==================== adc_meas_sched
adc_meas_sched/wires.png
Drawn at 2 px/um.
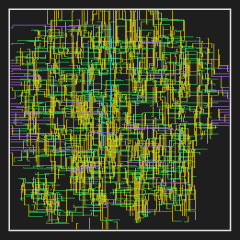

<file path="config.mk">
export PLATFORM = sky130hd
export DESIGN_NAME = adc_meas_sched
export DESIGN_NICKNAME = d
export VERILOG_FILES = /design/src/rtl/adc_meas_pkg.sv /design/src/rtl/adc_sample_clkgen.sv /design/src/rtl/adc_meas_sched.sv
export SDC_FILE = /design/constraint.sdc
export NUM_CORES = 1
export LEC_CHECK = 0
export CAP_MARGIN = 15
export CORE_MARGIN = 2
export CORE_UTILIZATION = 50
export CTS_CLUSTER_DIAMETER = 120
export DETAILED_ROUTE_END_ITERATION = 8
export PLACE_DENSITY = 0.76
export SLEW_MARGIN = 20
export SYNTH_ARGS = -nofsm -noshare
export SYNTH_HDL_FRONTEND = slang
export SYNTH_SLANG_ARGS = --single-unit
</file>
<file path="constraint.sdc">
create_clock -name clk -period 3.92 [get_ports clk]
set_input_delay 0.784 -clock clk [delete_from_list [all_inputs] [get_ports clk]]
set_output_delay 0.784 -clock clk [all_outputs]
set_load 0.02 [all_outputs]
</file>
<file path="src/rtl/adc_meas_pkg.sv">
// Shared types and limits for the ADC measurement scheduler and the front-end config block.
// Gain selection lives here so the config block applies the same threshold rule.
package adc_meas_pkg;

  typedef enum logic [3:0] {
    IDLE, RANGE_START, RANGE_WAIT, RANGE_EVAL, SETTLE,
    MEAS_START, MEAS_WAIT, PUBLISH, FAULT
  } state_t;

  typedef logic [1:0] gain_t;

  localparam int unsigned TH_LOW_DEF   = 2**14;
  localparam int unsigned TH_HIGH_DEF  = 2**17 - 2**14;
  localparam int unsigned GAIN_MAX_DEF = 3;

  // Strict comparisons: landing exactly on a threshold keeps the gain.
  function automatic gain_t next_gain(input logic [31:0] mag, input gain_t g,
                                      input logic [31:0] lo, input logic [31:0] hi,
                                      input gain_t gmax);
    if (mag < lo && g < gmax) return g + 2'd1;
    if (mag > hi && g != 2'd0) return g - 2'd1;
    return g;
  endfunction

endpackage

</file>
<file path="src/rtl/adc_sample_clkgen.sv">
// Gated square-wave divider for ADC conversion clocks.
// Held low with its phase cleared whenever run is low, so the first rising edge is HALF_PERIOD after run.
module adc_sample_clkgen #(
  parameter int unsigned HALF_PERIOD = 312
)(
  input  logic clk,
  input  logic rst,
  input  logic run,
  output logic sample
);

  localparam int unsigned CW = $clog2(HALF_PERIOD);

  logic [CW-1:0] cnt;

  always_ff @(posedge clk) begin
    if (rst || !run) begin
      cnt    <= '0;
      sample <= 1'b0;
    end else if (cnt == CW'(HALF_PERIOD - 1)) begin
      cnt    <= '0;
      sample <= ~sample;
    end else begin
      cnt <= cnt + 1'b1;
    end
  end

endmodule

</file>
<file path="src/rtl/adc_meas_sched.sv">
// Sequences adc_read: range pass, gain pick, settle, full pass, then publishes results with gain tags.
// One shared counter times the start pulse, settle delay, watchdog and fault hold; it clears on every state change.
module adc_meas_sched
  import adc_meas_pkg::*;
#(
  parameter int unsigned DATA_WIDTH         = 18,
  parameter int unsigned SAMPLE_HALF_PERIOD = 312,
  parameter int unsigned START_PULSE_CYCLES = 4,
  parameter int unsigned SETTLE_CYCLES      = 1024,
  parameter int unsigned TIMEOUT_CYCLES     = 2**22,
  parameter int unsigned TH_LOW             = TH_LOW_DEF,
  parameter int unsigned TH_HIGH            = TH_HIGH_DEF,
  parameter int unsigned GAIN_MAX           = GAIN_MAX_DEF
)(
  input  logic                  clk,
  input  logic                  rst,
  input  logic                  enable,
  input  logic                  clr_status,
  output logic                  sample_adc,
  output logic                  start_cycle_conv,
  output logic                  read_diapason,
  input  logic                  complete,
  input  logic [DATA_WIDTH-1:0] data_in_1,
  input  logic [DATA_WIDTH-1:0] data_in_2,
  output logic [1:0]            gain_1,
  output logic [1:0]            gain_2,
  output logic [DATA_WIDTH-1:0] result_1,
  output logic [DATA_WIDTH-1:0] result_2,
  output logic [1:0]            result_gain_1,
  output logic [1:0]            result_gain_2,
  output logic                  result_valid,
  input  logic                  result_ready,
  output logic                  overrun,
  output logic                  timeout,
  output logic                  busy
);

  state_t                state, nxt;
  logic [31:0]           cnt;
  logic [DATA_WIDTH-1:0] rng_1, rng_2;
  gain_t                 gain_1_n, gain_2_n;
  logic                  start;

  assign busy             = (state != IDLE);
  assign start_cycle_conv = start;

  adc_sample_clkgen #(.HALF_PERIOD(SAMPLE_HALF_PERIOD)) u_clkgen (
    .clk    (clk),
    .rst    (rst),
    .run    (enable || busy),
    .sample (sample_adc)
  );

  assign gain_1_n = next_gain(32'(rng_1), gain_1, TH_LOW, TH_HIGH, gain_t'(GAIN_MAX));
  assign gain_2_n = next_gain(32'(rng_2), gain_2, TH_LOW, TH_HIGH, gain_t'(GAIN_MAX));

  always_comb begin
    nxt   = state;
    start = 1'b0;
    case (state)
      IDLE:        if (enable) nxt = RANGE_START;
      RANGE_START: begin
        start = 1'b1;
        if (cnt == 32'(START_PULSE_CYCLES - 1)) nxt = RANGE_WAIT;
      end
      RANGE_WAIT: begin
        if (complete)                               nxt = RANGE_EVAL;
        else if (cnt == 32'(TIMEOUT_CYCLES - 1))    nxt = FAULT;
      end
      RANGE_EVAL:  nxt = (gain_1_n != gain_1 || gain_2_n != gain_2) ? SETTLE : MEAS_START;
      SETTLE:      if (cnt == 32'(SETTLE_CYCLES - 1)) nxt = MEAS_START;
      MEAS_START: begin
        start = 1'b1;
        if (cnt == 32'(START_PULSE_CYCLES - 1)) nxt = MEAS_WAIT;
      end
      MEAS_WAIT: begin
        if (complete)                               nxt = PUBLISH;
        else if (cnt == 32'(TIMEOUT_CYCLES - 1))    nxt = FAULT;
      end
      // adc_read cannot be aborted, so enable is only sampled once a result is out.
      PUBLISH:     nxt = enable ? RANGE_START : IDLE;
      FAULT:       if (cnt == 32'(START_PULSE_CYCLES - 1)) nxt = IDLE;
      default:     nxt = IDLE;
    endcase
  end

  always_ff @(posedge clk) begin
    if (rst) begin
      state         <= IDLE;
      cnt           <= '0;
      read_diapason <= 1'b0;
      gain_1        <= '0;
      gain_2        <= '0;
      rng_1         <= '0;
      rng_2         <= '0;
      result_1      <= '0;
      result_2      <= '0;
      result_gain_1 <= '0;
      result_gain_2 <= '0;
      result_valid  <= 1'b0;
      overrun       <= 1'b0;
      timeout       <= 1'b0;
    end else begin
      state <= nxt;
      cnt   <= (nxt != state) ? 32'd0 : cnt + 32'd1;

      // Pass selector only moves as a start pulse begins, never mid-conversion.
      if (nxt == RANGE_START) read_diapason <= 1'b1;
      if (nxt == MEAS_START)  read_diapason <= 1'b0;

      if (state == RANGE_WAIT && complete) begin
        rng_1 <= data_in_1;
        rng_2 <= data_in_2;
      end

      if (state == RANGE_EVAL) begin
        gain_1 <= gain_1_n;
        gain_2 <= gain_2_n;
      end

      if (state == PUBLISH) begin
        result_1      <= data_in_1;
        result_2      <= data_in_2;
        result_gain_1 <= gain_1;
        result_gain_2 <= gain_2;
        result_valid  <= 1'b1;
      end else if (result_valid && result_ready) begin
        result_valid <= 1'b0;
      end

      if (state == PUBLISH && result_valid && !result_ready) overrun <= 1'b1;
      else if (clr_status)                                    overrun <= 1'b0;

      if (nxt == FAULT && state != FAULT) timeout <= 1'b1;
      else if (clr_status)                timeout <= 1'b0;
    end
  end

endmodule

</file>
==================== fir_tap_sequencer
<file path="config.mk">
export PLATFORM = sky130hd
export DESIGN_NAME = fir_tap_sequencer
export DESIGN_NICKNAME = d
export VERILOG_FILES = /design/src/rtl/fir_ctrl_pkg.sv /design/src/rtl/fir_tap_stage_ram.sv /design/src/rtl/fir_tap_sequencer.sv
export SDC_FILE = /design/constraint.sdc
export NUM_CORES = 1
export LEC_CHECK = 0
export ABC_AREA = 1
export CORE_MARGIN = 4
export CORE_UTILIZATION = 35
export DETAILED_ROUTE_END_ITERATION = 8
export GPL_TIMING_DRIVEN = 0
export SETUP_SLACK_MARGIN = 0.15
export SLEW_MARGIN = 5
export SYNTH_ARGS = -nofsm -noshare
export SYNTH_HDL_FRONTEND = slang
export SYNTH_SLANG_ARGS = --single-unit
</file>
<file path="constraint.sdc">
create_clock -name clk -period 2.2 [get_ports clk]
set_input_delay 0.44 -clock clk [delete_from_list [all_inputs] [get_ports clk]]
set_output_delay 0.44 -clock clk [all_outputs]
set_load 0.03 [all_outputs]
</file>
<file path="src/rtl/fir_ctrl_pkg.sv">
// Shared types and helpers for the FIR coefficient-load controller.
package fir_ctrl_pkg;

  typedef enum logic [2:0] {
    S_IDLE,
    S_FLUSH,
    S_ARM,
    S_FETCH,
    S_LOAD,
    S_RUN
  } seq_state_e;

  function automatic int unsigned tap_count(input int unsigned taps_log2);
    return 32'd1 << taps_log2;
  endfunction

endpackage

</file>
<file path="src/rtl/fir_tap_stage_ram.sv">
// Coefficient staging RAM: one write port, one registered read port, no reset.
module fir_tap_stage_ram #(
  parameter int unsigned G_ADDR_WIDTH = 4,
  parameter int unsigned G_DATA_WIDTH = 16
) (
  input  logic                    clk,
  input  logic                    wr_en_i,
  input  logic [G_ADDR_WIDTH-1:0] wr_addr_i,
  input  logic [G_DATA_WIDTH-1:0] wr_data_i,
  input  logic                    rd_en_i,
  input  logic [G_ADDR_WIDTH-1:0] rd_addr_i,
  output logic [G_DATA_WIDTH-1:0] rd_data_o
);

  localparam int unsigned DEPTH = 2 ** G_ADDR_WIDTH;

  logic [G_DATA_WIDTH-1:0] mem_q [DEPTH];
  logic [G_DATA_WIDTH-1:0] rd_data_q;

  // Read sees the pre-write contents when both ports hit the same address.
  always_ff @(posedge clk) begin
    if (wr_en_i) mem_q[wr_addr_i] <= wr_data_i;
    if (rd_en_i) rd_data_q <= mem_q[rd_addr_i];
  end

  assign rd_data_o = rd_data_q;

endmodule

</file>
<file path="src/rtl/fir_tap_sequencer.sv">
// Streams staged coefficients into a FIR, then gates the sample path through it.
module fir_tap_sequencer
  import fir_ctrl_pkg::*;
#(
  parameter int unsigned G_TAPS_LOG2  = 4,
  parameter int unsigned G_TAP_WIDTH  = 16,
  parameter int unsigned G_DATA_WIDTH = 16
) (
  input  logic                    clk,
  input  logic                    reset,
  input  logic [G_TAPS_LOG2-1:0]  cfg_wr_addr,
  input  logic [G_TAP_WIDTH-1:0]  cfg_wr_data,
  input  logic                    cfg_wr_valid,
  input  logic                    commit,
  input  logic                    bypass_req,
  output logic                    busy,
  output logic                    taps_loaded,
  output logic                    fir_enable,
  output logic                    fir_bypass,
  output logic [G_TAP_WIDTH-1:0]  fir_tap_din,
  output logic                    fir_tap_din_valid,
  input  logic                    fir_tap_din_ready,
  input  logic [G_DATA_WIDTH-1:0] s_din,
  input  logic                    s_din_valid,
  output logic                    s_din_ready,
  output logic [G_DATA_WIDTH-1:0] fir_din,
  output logic                    fir_din_valid,
  input  logic                    fir_din_ready
);

  localparam int unsigned K = tap_count(G_TAPS_LOG2);
  localparam logic [G_TAPS_LOG2-1:0] LAST_IDX = G_TAPS_LOG2'(K - 1);

  seq_state_e             state_q;
  logic [G_TAPS_LOG2-1:0] idx_q;
  logic                   flush_cnt_q;
  logic                   pending_q;
  logic                   busy_q;
  logic                   loaded_q;
  logic                   enable_q;
  logic                   bypass_q;
  logic                   tap_valid_q;
  logic [G_TAP_WIDTH-1:0] rd_data;
  logic                   run_open;

  fir_tap_stage_ram #(
    .G_ADDR_WIDTH (G_TAPS_LOG2),
    .G_DATA_WIDTH (G_TAP_WIDTH)
  ) u_stage_ram (
    .clk       (clk),
    .wr_en_i   (cfg_wr_valid),
    .wr_addr_i (cfg_wr_addr),
    .wr_data_i (cfg_wr_data),
    .rd_en_i   (state_q == S_FETCH),
    .rd_addr_i (idx_q),
    .rd_data_o (rd_data)
  );

  always_ff @(posedge clk) begin
    if (reset) begin
      state_q     <= S_IDLE;
      idx_q       <= '0;
      flush_cnt_q <= 1'b0;
      pending_q   <= 1'b0;
      busy_q      <= 1'b0;
      loaded_q    <= 1'b0;
      enable_q    <= 1'b0;
      bypass_q    <= 1'b0;
      tap_valid_q <= 1'b0;
    end else begin
      bypass_q <= bypass_req;
      unique case (state_q)
        S_IDLE: begin
          if (commit) begin
            state_q     <= S_FLUSH;
            flush_cnt_q <= 1'b0;
            busy_q      <= 1'b1;
          end
        end
        S_FLUSH: begin
          idx_q <= '0;
          if (commit) pending_q <= 1'b1;
          if (flush_cnt_q) begin
            state_q  <= S_ARM;
            enable_q <= 1'b1;
          end else begin
            flush_cnt_q <= 1'b1;
          end
        end
        S_ARM: begin
          if (commit) pending_q <= 1'b1;
          if (fir_tap_din_ready) state_q <= S_FETCH;
        end
        S_FETCH: begin
          if (commit) pending_q <= 1'b1;
          state_q     <= S_LOAD;
          tap_valid_q <= 1'b1;
        end
        S_LOAD: begin
          if (commit) pending_q <= 1'b1;
          if (fir_tap_din_ready) begin
            tap_valid_q <= 1'b0;
            if (idx_q == LAST_IDX) begin
              state_q  <= S_RUN;
              busy_q   <= 1'b0;
              loaded_q <= 1'b1;
            end else begin
              idx_q   <= idx_q + G_TAPS_LOG2'(1);
              state_q <= S_FETCH;
            end
          end
        end
        S_RUN: begin
          // A commit that arrived mid-load is honoured here; the sample path stays shut meanwhile.
          if (commit || pending_q) begin
            pending_q   <= 1'b0;
            state_q     <= S_FLUSH;
            flush_cnt_q <= 1'b0;
            enable_q    <= 1'b0;
            busy_q      <= 1'b1;
          end
        end
        default: state_q <= S_IDLE;
      endcase
    end
  end

  assign run_open = (state_q == S_RUN) && !pending_q;

  assign busy              = busy_q;
  assign taps_loaded       = loaded_q;
  assign fir_enable        = enable_q;
  assign fir_bypass        = bypass_q;
  assign fir_tap_din_valid = tap_valid_q;
  assign fir_tap_din       = tap_valid_q ? rd_data : '0;
  assign fir_din           = s_din;
  assign fir_din_valid     = run_open && s_din_valid;
  assign s_din_ready       = run_open && fir_din_ready;

endmodule

</file>

==> screenshots <==
Clock distribution.
panel A
Drawn at 2 px/um.
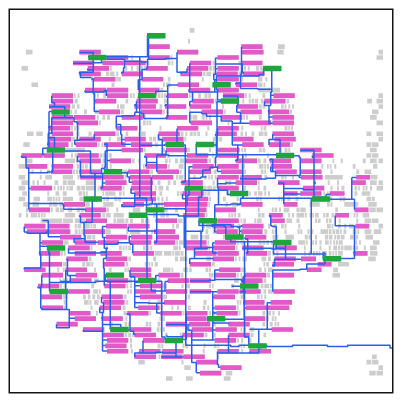
panel B
Drawn at 4 px/um.
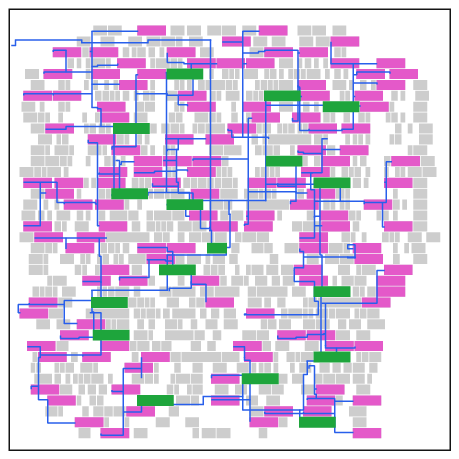
Of these, most sequential cells: panel A
Of these, largest die: panel A
adc_meas_sched: panel B
fir_tap_sequencer: panel A

adc_meas_sched/clocks.png
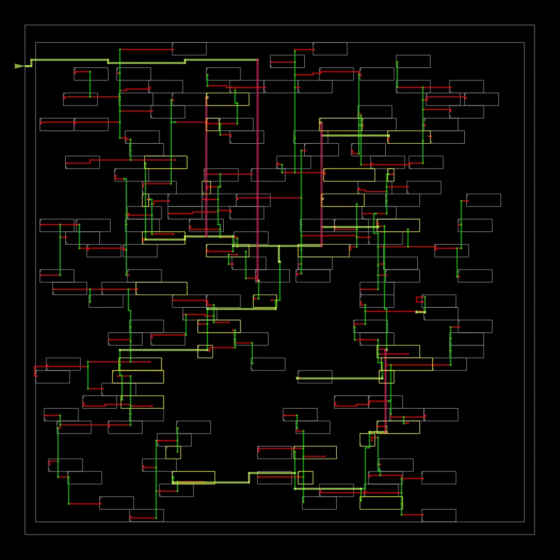
Clk power: 1.69 mW
Inserted Clock Buffers: 17

About adc_meas_sched/wires.png:
legend:
  metal 2:
    colour: yellow
    wire_length: 6,600 um
  metal 4:
    colour: cyan
    wire_length: 240 um
  metal 3:
    colour: purple
    wire_length: 842 um
  metal 1:
    colour: green
    wire_length: 5,780 um

==> flow_summary.toml, adc_meas_sched <==
# generated from flow reports
[min_path]
holdPathStages = 2

[worst_setup_path]
r2r_slack_ns = 1.04
worstReg2RegStart = "cnt[0]$_SDFF_PP0_"
cp_data_required_time_ns = 3.14
max_stage_delay_ns = 0.70

[cells_and_area]
dominant_cells = "combinational gates"
n_antenna_cell = 0
fillers = 914
buffers = 98

[clock_network]
cts_setup_buffers = 0
cts_sinks = 130
cts_buffer_depth = 2

[global_routing]
busiest_layer = "met2"

[drt]
drt_iter0_markers = 177
routed.top_layer = "met4"

[flow_run]
log.warning_count = 28

[synth]
yosysWarnings = 0
netlist_area_um2 = 5600
ys_sh_aoi_pct = 11.7
edf_count = 0

[final_timing]
max_freq_mhz = 320
setup_ws_ns = 0.790
finalSetupViolations = 0

[placed_design]
place_hpwl_um = 8890
gp_congestion = 0.820
dpl.cell_count = 865

[floorplanning]
nWellTaps = 140

[pwr]
peakVddDrop_uv = 259

[status]
status = "completed"
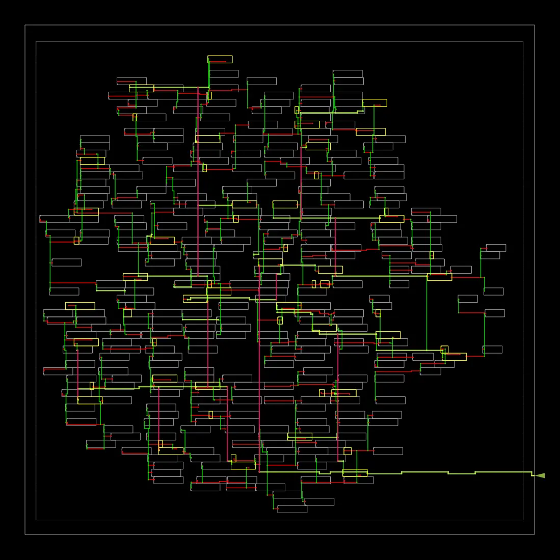
fir_tap_sequencer/clocks.png
registers: 286
Inserted Clock Buffers: 31
Worst Skew: 0.0111 ns
clk latency of the worst-skew pair: 0.56 ns
CLK BUF: 38

==> flow_summary.toml, fir_tap_sequencer <==
# generated from flow reports
[drt]
via_count = 7878
wl_met1_um = 13400
routed_wl_um = 31500
routed.top_layer = "met4"

[pwr]
power.leakage_nw = 5.01
clk-power_mw = 4.88
maxPowerGroup = "registers"
seqPwrFrac_pct = 39.7
power.switching_mw = 5.43
power_mw = 16.0
peakVddDrop_uv = 719
clkPwrFrac_pct = 30.5
power.internal_mw = 10.6
comb_power_share_pct = 29.9

[cells_and_area]
logic_area_um2 = 2740
fillers = 2978
lay_top_count = "edfxtp_1"
fin_area_um2 = 14300
buffers = 157
nNonClkInverters = 52

[global_routing]
track_usage_pct = 16.9
busiest_layer = "met2"

[synth]
floorplan.nets = 1029
yosysWarnings = 0
synthCells = 984

[final_timing]
report.final.slew_viol_count = 0
finalSetupViolations = 0

[clock_network]
cts_max_level = 1
cts_hold_buf = 0
cts_resized = 88

[worst_setup_path]
r2r_cells = 5
cp_num_cells = 5
start_kind = "flop"

[floorplanning]
die_x_um = 191
io_pins = 83

[placed_design]
gp_congestion = 0.826

[status]
status = "completed"

[flow_run]
maxCapViolCount = 0

==================== gate_bist_ctrl
$ cat config.mk
export PLATFORM = sky130hd
export DESIGN_NAME = gate_bist_ctrl
export DESIGN_NICKNAME = d
export VERILOG_FILES = /design/src/rtl/gate_bist_ctrl.sv
export SDC_FILE = /design/constraint.sdc
export NUM_CORES = 1
export LEC_CHECK = 0
export CAP_MARGIN = 20
export CORE_UTILIZATION = 35
export CTS_CLUSTER_SIZE = 28
export DETAILED_ROUTE_END_ITERATION = 10
export PLACE_DENSITY = 0.62
export SLEW_MARGIN = 0
export SYNTH_ARGS = -nofsm -noshare
export SYNTH_HDL_FRONTEND = slang
export SYNTH_SLANG_ARGS = --single-unit
$ cat constraint.sdc
create_clock -name clk -period 1.9 [get_ports clk]
set_clock_uncertainty 0.05 [all_clocks]
set_input_delay 0.38 -clock clk [delete_from_list [all_inputs] [get_ports clk]]
set_output_delay 0.38 -clock clk [all_outputs]
set_load 0.02 [all_outputs]
$ cat src/rtl/gate_bist_ctrl.sv
// gate_bist_ctrl: clocked self-test sequencer for a 2-input combinational gate.
// Walks the four input combinations in order 00, 01, 10, 11 on {vin2,vin1}.
// Each combination is held for SETTLE_CYCLES+1 cycles before gate_out is
// sampled and compared against a latched 4-bit truth table. After the run,
// a one-cycle done pulse is issued together with the pass verdict and a
// per-combination mismatch vector.
module gate_bist_ctrl #(
    parameter int SETTLE_CYCLES = 2,
    parameter int CNT_W         = 8
) (
    input  logic       clk,
    input  logic       rst_n,
    input  logic       start,
    input  logic       abort,
    input  logic [3:0] expected_tt,
    input  logic       gate_out,
    output logic       vin1,
    output logic       vin2,
    output logic       busy,
    output logic       done,
    output logic       pass,
    output logic [3:0] fail_vec
);

    typedef enum logic [1:0] {
        IDLE   = 2'd0,
        HOLD   = 2'd1,
        FINISH = 2'd2
    } state_t;

    localparam logic [CNT_W-1:0] SETTLE_LOAD = CNT_W'(SETTLE_CYCLES);

    state_t           state;
    logic [1:0]       index;
    logic [CNT_W-1:0] counter;
    logic [3:0]       tt_latched;

    logic             mismatch;
    logic [3:0]       index_mask;
    logic [3:0]       fail_vec_next;

    // Mismatch vector as it will look after sampling the current combination;
    // the final verdict needs the mismatch from the last sample edge included.
    always_comb begin
        index_mask    = 4'b0001 << index;
        mismatch      = gate_out ^ tt_latched[index];
        fail_vec_next = fail_vec | (mismatch ? index_mask : 4'b0000);
    end

    // Sequencer: accepts a run, walks the combinations, samples and reports.
    always_ff @(posedge clk or negedge rst_n) begin
        if (!rst_n) begin
            state      <= IDLE;
            index      <= 2'd0;
            counter    <= '0;
            tt_latched <= 4'b0000;
            vin1       <= 1'b0;
            vin2       <= 1'b0;
            busy       <= 1'b0;
            done       <= 1'b0;
            pass       <= 1'b0;
            fail_vec   <= 4'b0000;
        end else begin
            done <= 1'b0;
            case (state)
                IDLE: begin
                    busy <= 1'b0;
                    vin1 <= 1'b0;
                    vin2 <= 1'b0;
                    if (start && !abort) begin
                        tt_latched <= expected_tt;
                        fail_vec   <= 4'b0000;
                        pass       <= 1'b0;
                        index      <= 2'd0;
                        counter    <= SETTLE_LOAD;
                        busy       <= 1'b1;
                        state      <= HOLD;
                    end
                end

                HOLD: begin
                    if (abort) begin
                        state    <= IDLE;
                        busy     <= 1'b0;
                        vin1     <= 1'b0;
                        vin2     <= 1'b0;
                        fail_vec <= 4'b0000;
                        pass     <= 1'b0;
                        index    <= 2'd0;
                        counter  <= '0;
                    end else if (counter != '0) begin
                        counter <= counter - 1'b1;
                    end else begin
                        fail_vec <= fail_vec_next;
                        if (index != 2'd3) begin
                            index        <= index + 2'd1;
                            {vin2, vin1} <= index + 2'd1;
                            counter      <= SETTLE_LOAD;
                        end else begin
                            state <= FINISH;
                            index <= 2'd0;
                            busy  <= 1'b0;
                            done  <= 1'b1;
                            vin1  <= 1'b0;
                            vin2  <= 1'b0;
                            pass  <= (fail_vec_next == 4'b0000);
                        end
                    end
                end

                FINISH: begin
                    state <= IDLE;
                end

                default: begin
                    state <= IDLE;
                    busy  <= 1'b0;
                    vin1  <= 1'b0;
                    vin2  <= 1'b0;
                end
            endcase
        end
    end

endmodule

==================== switch_pulse_gen
$ cat src/rtl/switch_pulse_gen.sv
// switch_pulse_gen: debounced two-button on/off pulse generator (optional SWITCH_PULSE_GEN_OFF_PRIORITY_EN off-priority interlock)
module switch_pulse_gen #(
    parameter int DEBOUNCE_CYCLES = 16
) (
    input  logic CLK,
    input  logic RST,
    input  logic BTN_ON_RAW,
    input  logic BTN_OFF_RAW,
    output logic SW_ON,
    output logic SW_OFF,
    output logic ON_LVL,
    output logic OFF_LVL
);
    localparam int CW = $clog2(DEBOUNCE_CYCLES + 1);
    localparam logic [CW-1:0] CNT_LAST = CW'(DEBOUNCE_CYCLES - 1);
    logic [1:0] raw, lvl, lvl_nxt, rise;
    logic on_ok;
    assign raw = {BTN_OFF_RAW, BTN_ON_RAW};
    for (genvar c = 0; c < 2; c++) begin : g_ch
        logic s1, s2, l, ld, ln;
        logic [CW-1:0] cnt, cnt_nxt;
        // count consecutive disagreeing cycles; accept the new level on the last one
        always_comb begin
            ln      = l;
            cnt_nxt = '0;
            if (s2 != l) begin
                if (cnt == CNT_LAST) ln = s2;
                else cnt_nxt = cnt + 1'b1;
            end
        end
        // synchronizer, debounce state and delayed level for edge detection
        always_ff @(posedge CLK) begin
            if (RST) begin
                s1  <= 1'b0;
                s2  <= 1'b0;
                l   <= 1'b0;
                ld  <= 1'b0;
                cnt <= '0;
            end else begin
                s1  <= raw[c];
                s2  <= s1;
                l   <= ln;
                ld  <= l;
                cnt <= cnt_nxt;
            end
        end
        assign lvl[c]     = l;
        assign lvl_nxt[c] = ln;
        assign rise[c]    = l & ~ld;
    end
`ifdef SWITCH_PULSE_GEN_OFF_PRIORITY_EN
    assign on_ok = ~lvl_nxt[1];
`else
    assign on_ok = 1'b1;
`endif
    // one-cycle pulses the cycle after a debounced level rises
    always_ff @(posedge CLK) begin
        if (RST) begin
            SW_ON  <= 1'b0;
            SW_OFF <= 1'b0;
        end else begin
            SW_ON  <= rise[0] & on_ok;
            SW_OFF <= rise[1];
        end
    end
    assign ON_LVL  = lvl[0];
    assign OFF_LVL = lvl[1];
endmodule

$ cat config.mk
export PLATFORM = sky130hd
export DESIGN_NAME = switch_pulse_gen
export DESIGN_NICKNAME = d
export VERILOG_FILES = /design/src/rtl/switch_pulse_gen.sv
export SDC_FILE = /design/constraint.sdc
export NUM_CORES = 1
export LEC_CHECK = 0
export CORE_MARGIN = 4
export CORE_UTILIZATION = 45
export CTS_CLUSTER_SIZE = 16
export DETAILED_ROUTE_END_ITERATION = 10
export GPL_TIMING_DRIVEN = 0
export PLACE_DENSITY = 0.69
export SYNTH_ARGS = -nofsm -noshare
export SYNTH_HDL_FRONTEND = slang
export SYNTH_SLANG_ARGS = --single-unit
$ cat constraint.sdc
create_clock -name CLK -period 1.32 [get_ports CLK]
set_input_delay 0.132 -clock CLK [delete_from_list [all_inputs] [get_ports CLK]]
set_output_delay 0.132 -clock CLK [all_outputs]
set_load 0.1 [all_outputs]
switch_pulse_gen/logic_types.png
Drawn at 6 px/um.
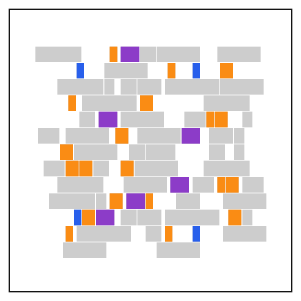
legend:
  NOR gates:
    colour: orange
    cells: 20
  XOR/XNOR gates:
    colour: purple
    cells: 6
  inverters:
    colour: blue
    cells: 4

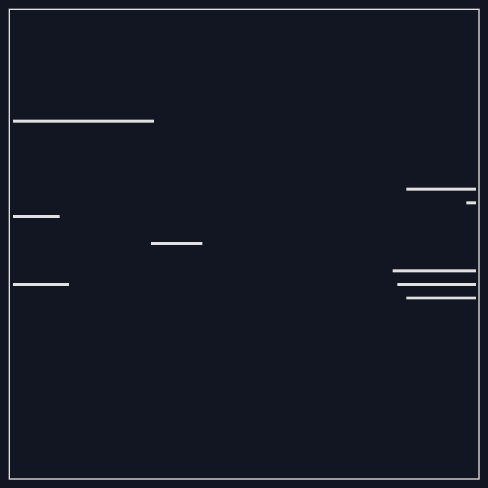
switch_pulse_gen/layer_met3.png
Drawn at 10 px/um.
wire length on this layer: 58.0 um
share of all routed wire: 6.1%
via count: 431
met3 Track Usage GR: 2.30%
final WL: 944 um

==> flow_summary.toml, switch_pulse_gen <==
# generated from flow reports
[status]
status = "finished with violations"
violations = "negative setup slack"

[final_timing]
finalSetupViolations = 6
hold_slack_ns = 0.371
fin_crit_ns = 1.36
setup_ws_ns = -0.0427
fin_crit_sh_pct = 103

[pwr]
switching_share_pct = 19.8
peakVddDrop_uv = 658

[global_routing]
gr-total-overflow = 0
grt_pass1_vias = 396

[floorplanning]
fp_util_pct = 49.6
fp-row-count = 13
coreArea_um2 = 1370

[worst_setup_path]
path_class = "flop to flop"
max_stage_delay_ns = 0.36
path_cells = "ha_4, and3_4, ha_4, or3_4, nor2_2"
crit_path_frequent_cell = "ha_4"

[synth]
ys_sh_aoi_pct = 0
floorplan.nets = 70
synth_area_per_cell_um2 = 10.9
synthMuxAreaShare_pct = 2.95
synthArstFlopShare_pct = 0

[clock_network]
cts_tree = "done"
numCtsBuffers = 3
cts_resized = 20
cts_buffer_depth = 2

[placed_design]
dpl.cell_count = 84
gp_congestion = 0.680

[cells_and_area]
regArea_um2 = 408
comb-cell-share_pct = 37.0
area_growth_pct = 32.5
logic_area_um2 = 333
mostFrequentLayoutCells = "14 x dfxtp_1, 8 x nor2_1, 8 x nor2b_1"

[drt]
met3_length_um = 57

[flow_run]
maxCapViolCount = 0
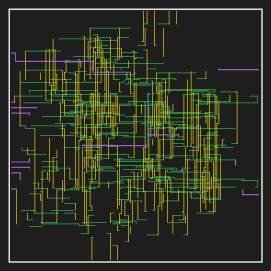
gate_bist_ctrl/wires.png
Drawn at 4 px/um.
legend:
  metal 1:
    colour: green
    wire_length: 1,310 um
  metal 3:
    colour: purple
    wire_length: 95.6 um
  metal 4:
    colour: cyan
    wire_length: 12.9 um
  metal 2:
    colour: yellow
    wire_length: 1,510 um
via count: 1,061
wire length per cell: 14.5 um
final WL: 2920 um

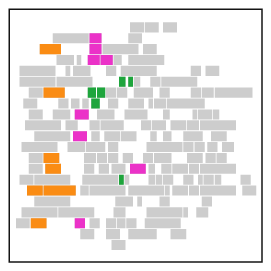
gate_bist_ctrl/logic_types.png
Drawn at 4 px/um.
legend:
  multiplexers:
    colour: orange
    cells: 7
  NAND gates:
    colour: green
    cells: 6
  AND-OR and OR-AND gates:
    colour: magenta
    cells: 8
combinational share of cell area: 37.4%
final cell count without fillers: 202

==> flow_summary.toml, gate_bist_ctrl <==
# generated from flow reports
[status]
status = "finished with violations"
violations = "negative setup slack"

[pwr]
power.internal_mw = 1.29
peakVddDrop_uv = 507
power_mw = 1.94
pwr_density_cell_nw_per_um2 = 1050
clk-power_mw = 0.339

[clock_network]
cts_sinks = 25
numCtsBuffers = 3
insertion_delay_ns = 0.28
cts_max_level = 1
cts_hold_buf = 0
cts_resized = 7

[cells_and_area]
logic_gate_count = 77
n_antenna_cell = 0
buffers = 44
area_growth_pct = 42.5
utilization_pct = 53.6
clk_share_pct = 2.71
nNonClkInverters = 6
largest_register = "counter"

[floorplanning]
coreArea_um2 = 3440
io_pins = 18
nWellTaps = 46
fp-row-count = 21

[flow_run]
maxCapViolCount = 0
log.warning_count = 30

[worst_setup_path]
start_kind = "flop"
crit_slowest_cell = "or4_4"
path_delay_family = "simple AND/OR/NAND/NOR gates"
path_class = "flop to flop"
max_stage_delay_ns = 0.42
crit_path_end = "counter[5]$_DFFE_PN0P_"
path_cells = "buf_4, or3_4, or3_4, or4_4, a21oi_2"
arrival_ns = 2.07
crit_path_frequent_cell = "or3_4"
crit_path_max_fanout = 2
startpoint = "counter[1]$_DFFE_PN0P_"

[global_routing]
grt_max_degree = 26
met1_usage_pct = 20.4
grt_pass1_vias = 1053
grt_util_met2_pct = 27.0
antenna_found_initial = 0

[synth]
adder_share_pct = 4.83
simple_gate_share_pct = 19.8
xor_share_pct = 0.676
ys_chip_area_um2 = 1290
yosysWarnings = 0
synth_cell_type_count = 43
synth_area_per_cell_um2 = 11.6
ys_sh_aoi_pct = 16.2
synth.area.top_cells = "dfrtp_1 48%, ha_1 4.8%, mux2_2 3.5%"
ys_cells = 112
floorplan.nets = 126

[placed_design]
place_hpwl_um = 2050
io_buffers = 17
dpl.cell_count = 189
gp_congestion = 0.765
placed_area_um2 = 1650

[final_timing]
hold_viol_final = 0
hold_slack_ns = 0.413
setup_ws_ns = -0.0154
fin_crit_sh_pct = 101
grt_setup_unrepaired = "yes"
finalSetupViolations = 10
max_freq_mhz = 522

[drt]
via_per_inst = 5.25
wl_met2_um = 1510
drc = 0


==> screenshots <==
M3 wires.
image #1
Drawn at 8 px/um.
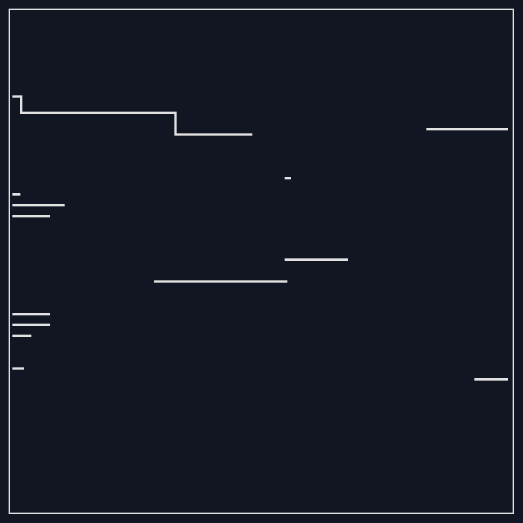
image #2
Drawn at 2 px/um.
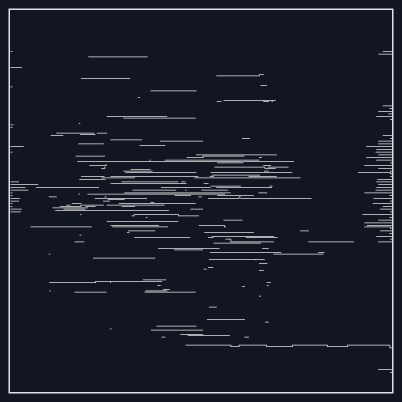
image #3
Drawn at 4 px/um.
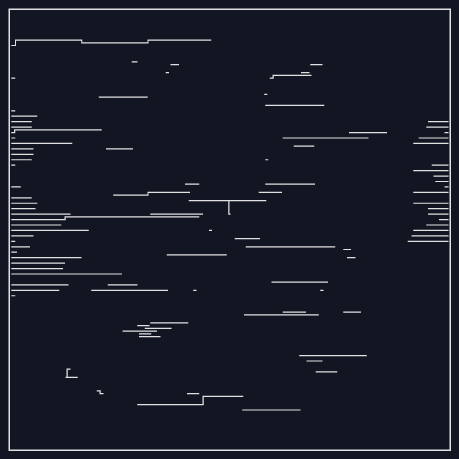
The one with the smallest die is image #1.
The one with the largest die is image #2.
fir_tap_sequencer -> image #2
adc_meas_sched -> image #3
gate_bist_ctrl -> image #1

Key to image #1:
nets with wire on the layer: 11
share of all routed wire: 3.3%
wire length on this layer: 95.6 um
main direction: horizontal

Power figures rest on the tool's default switching activity, not on a simulated workload.
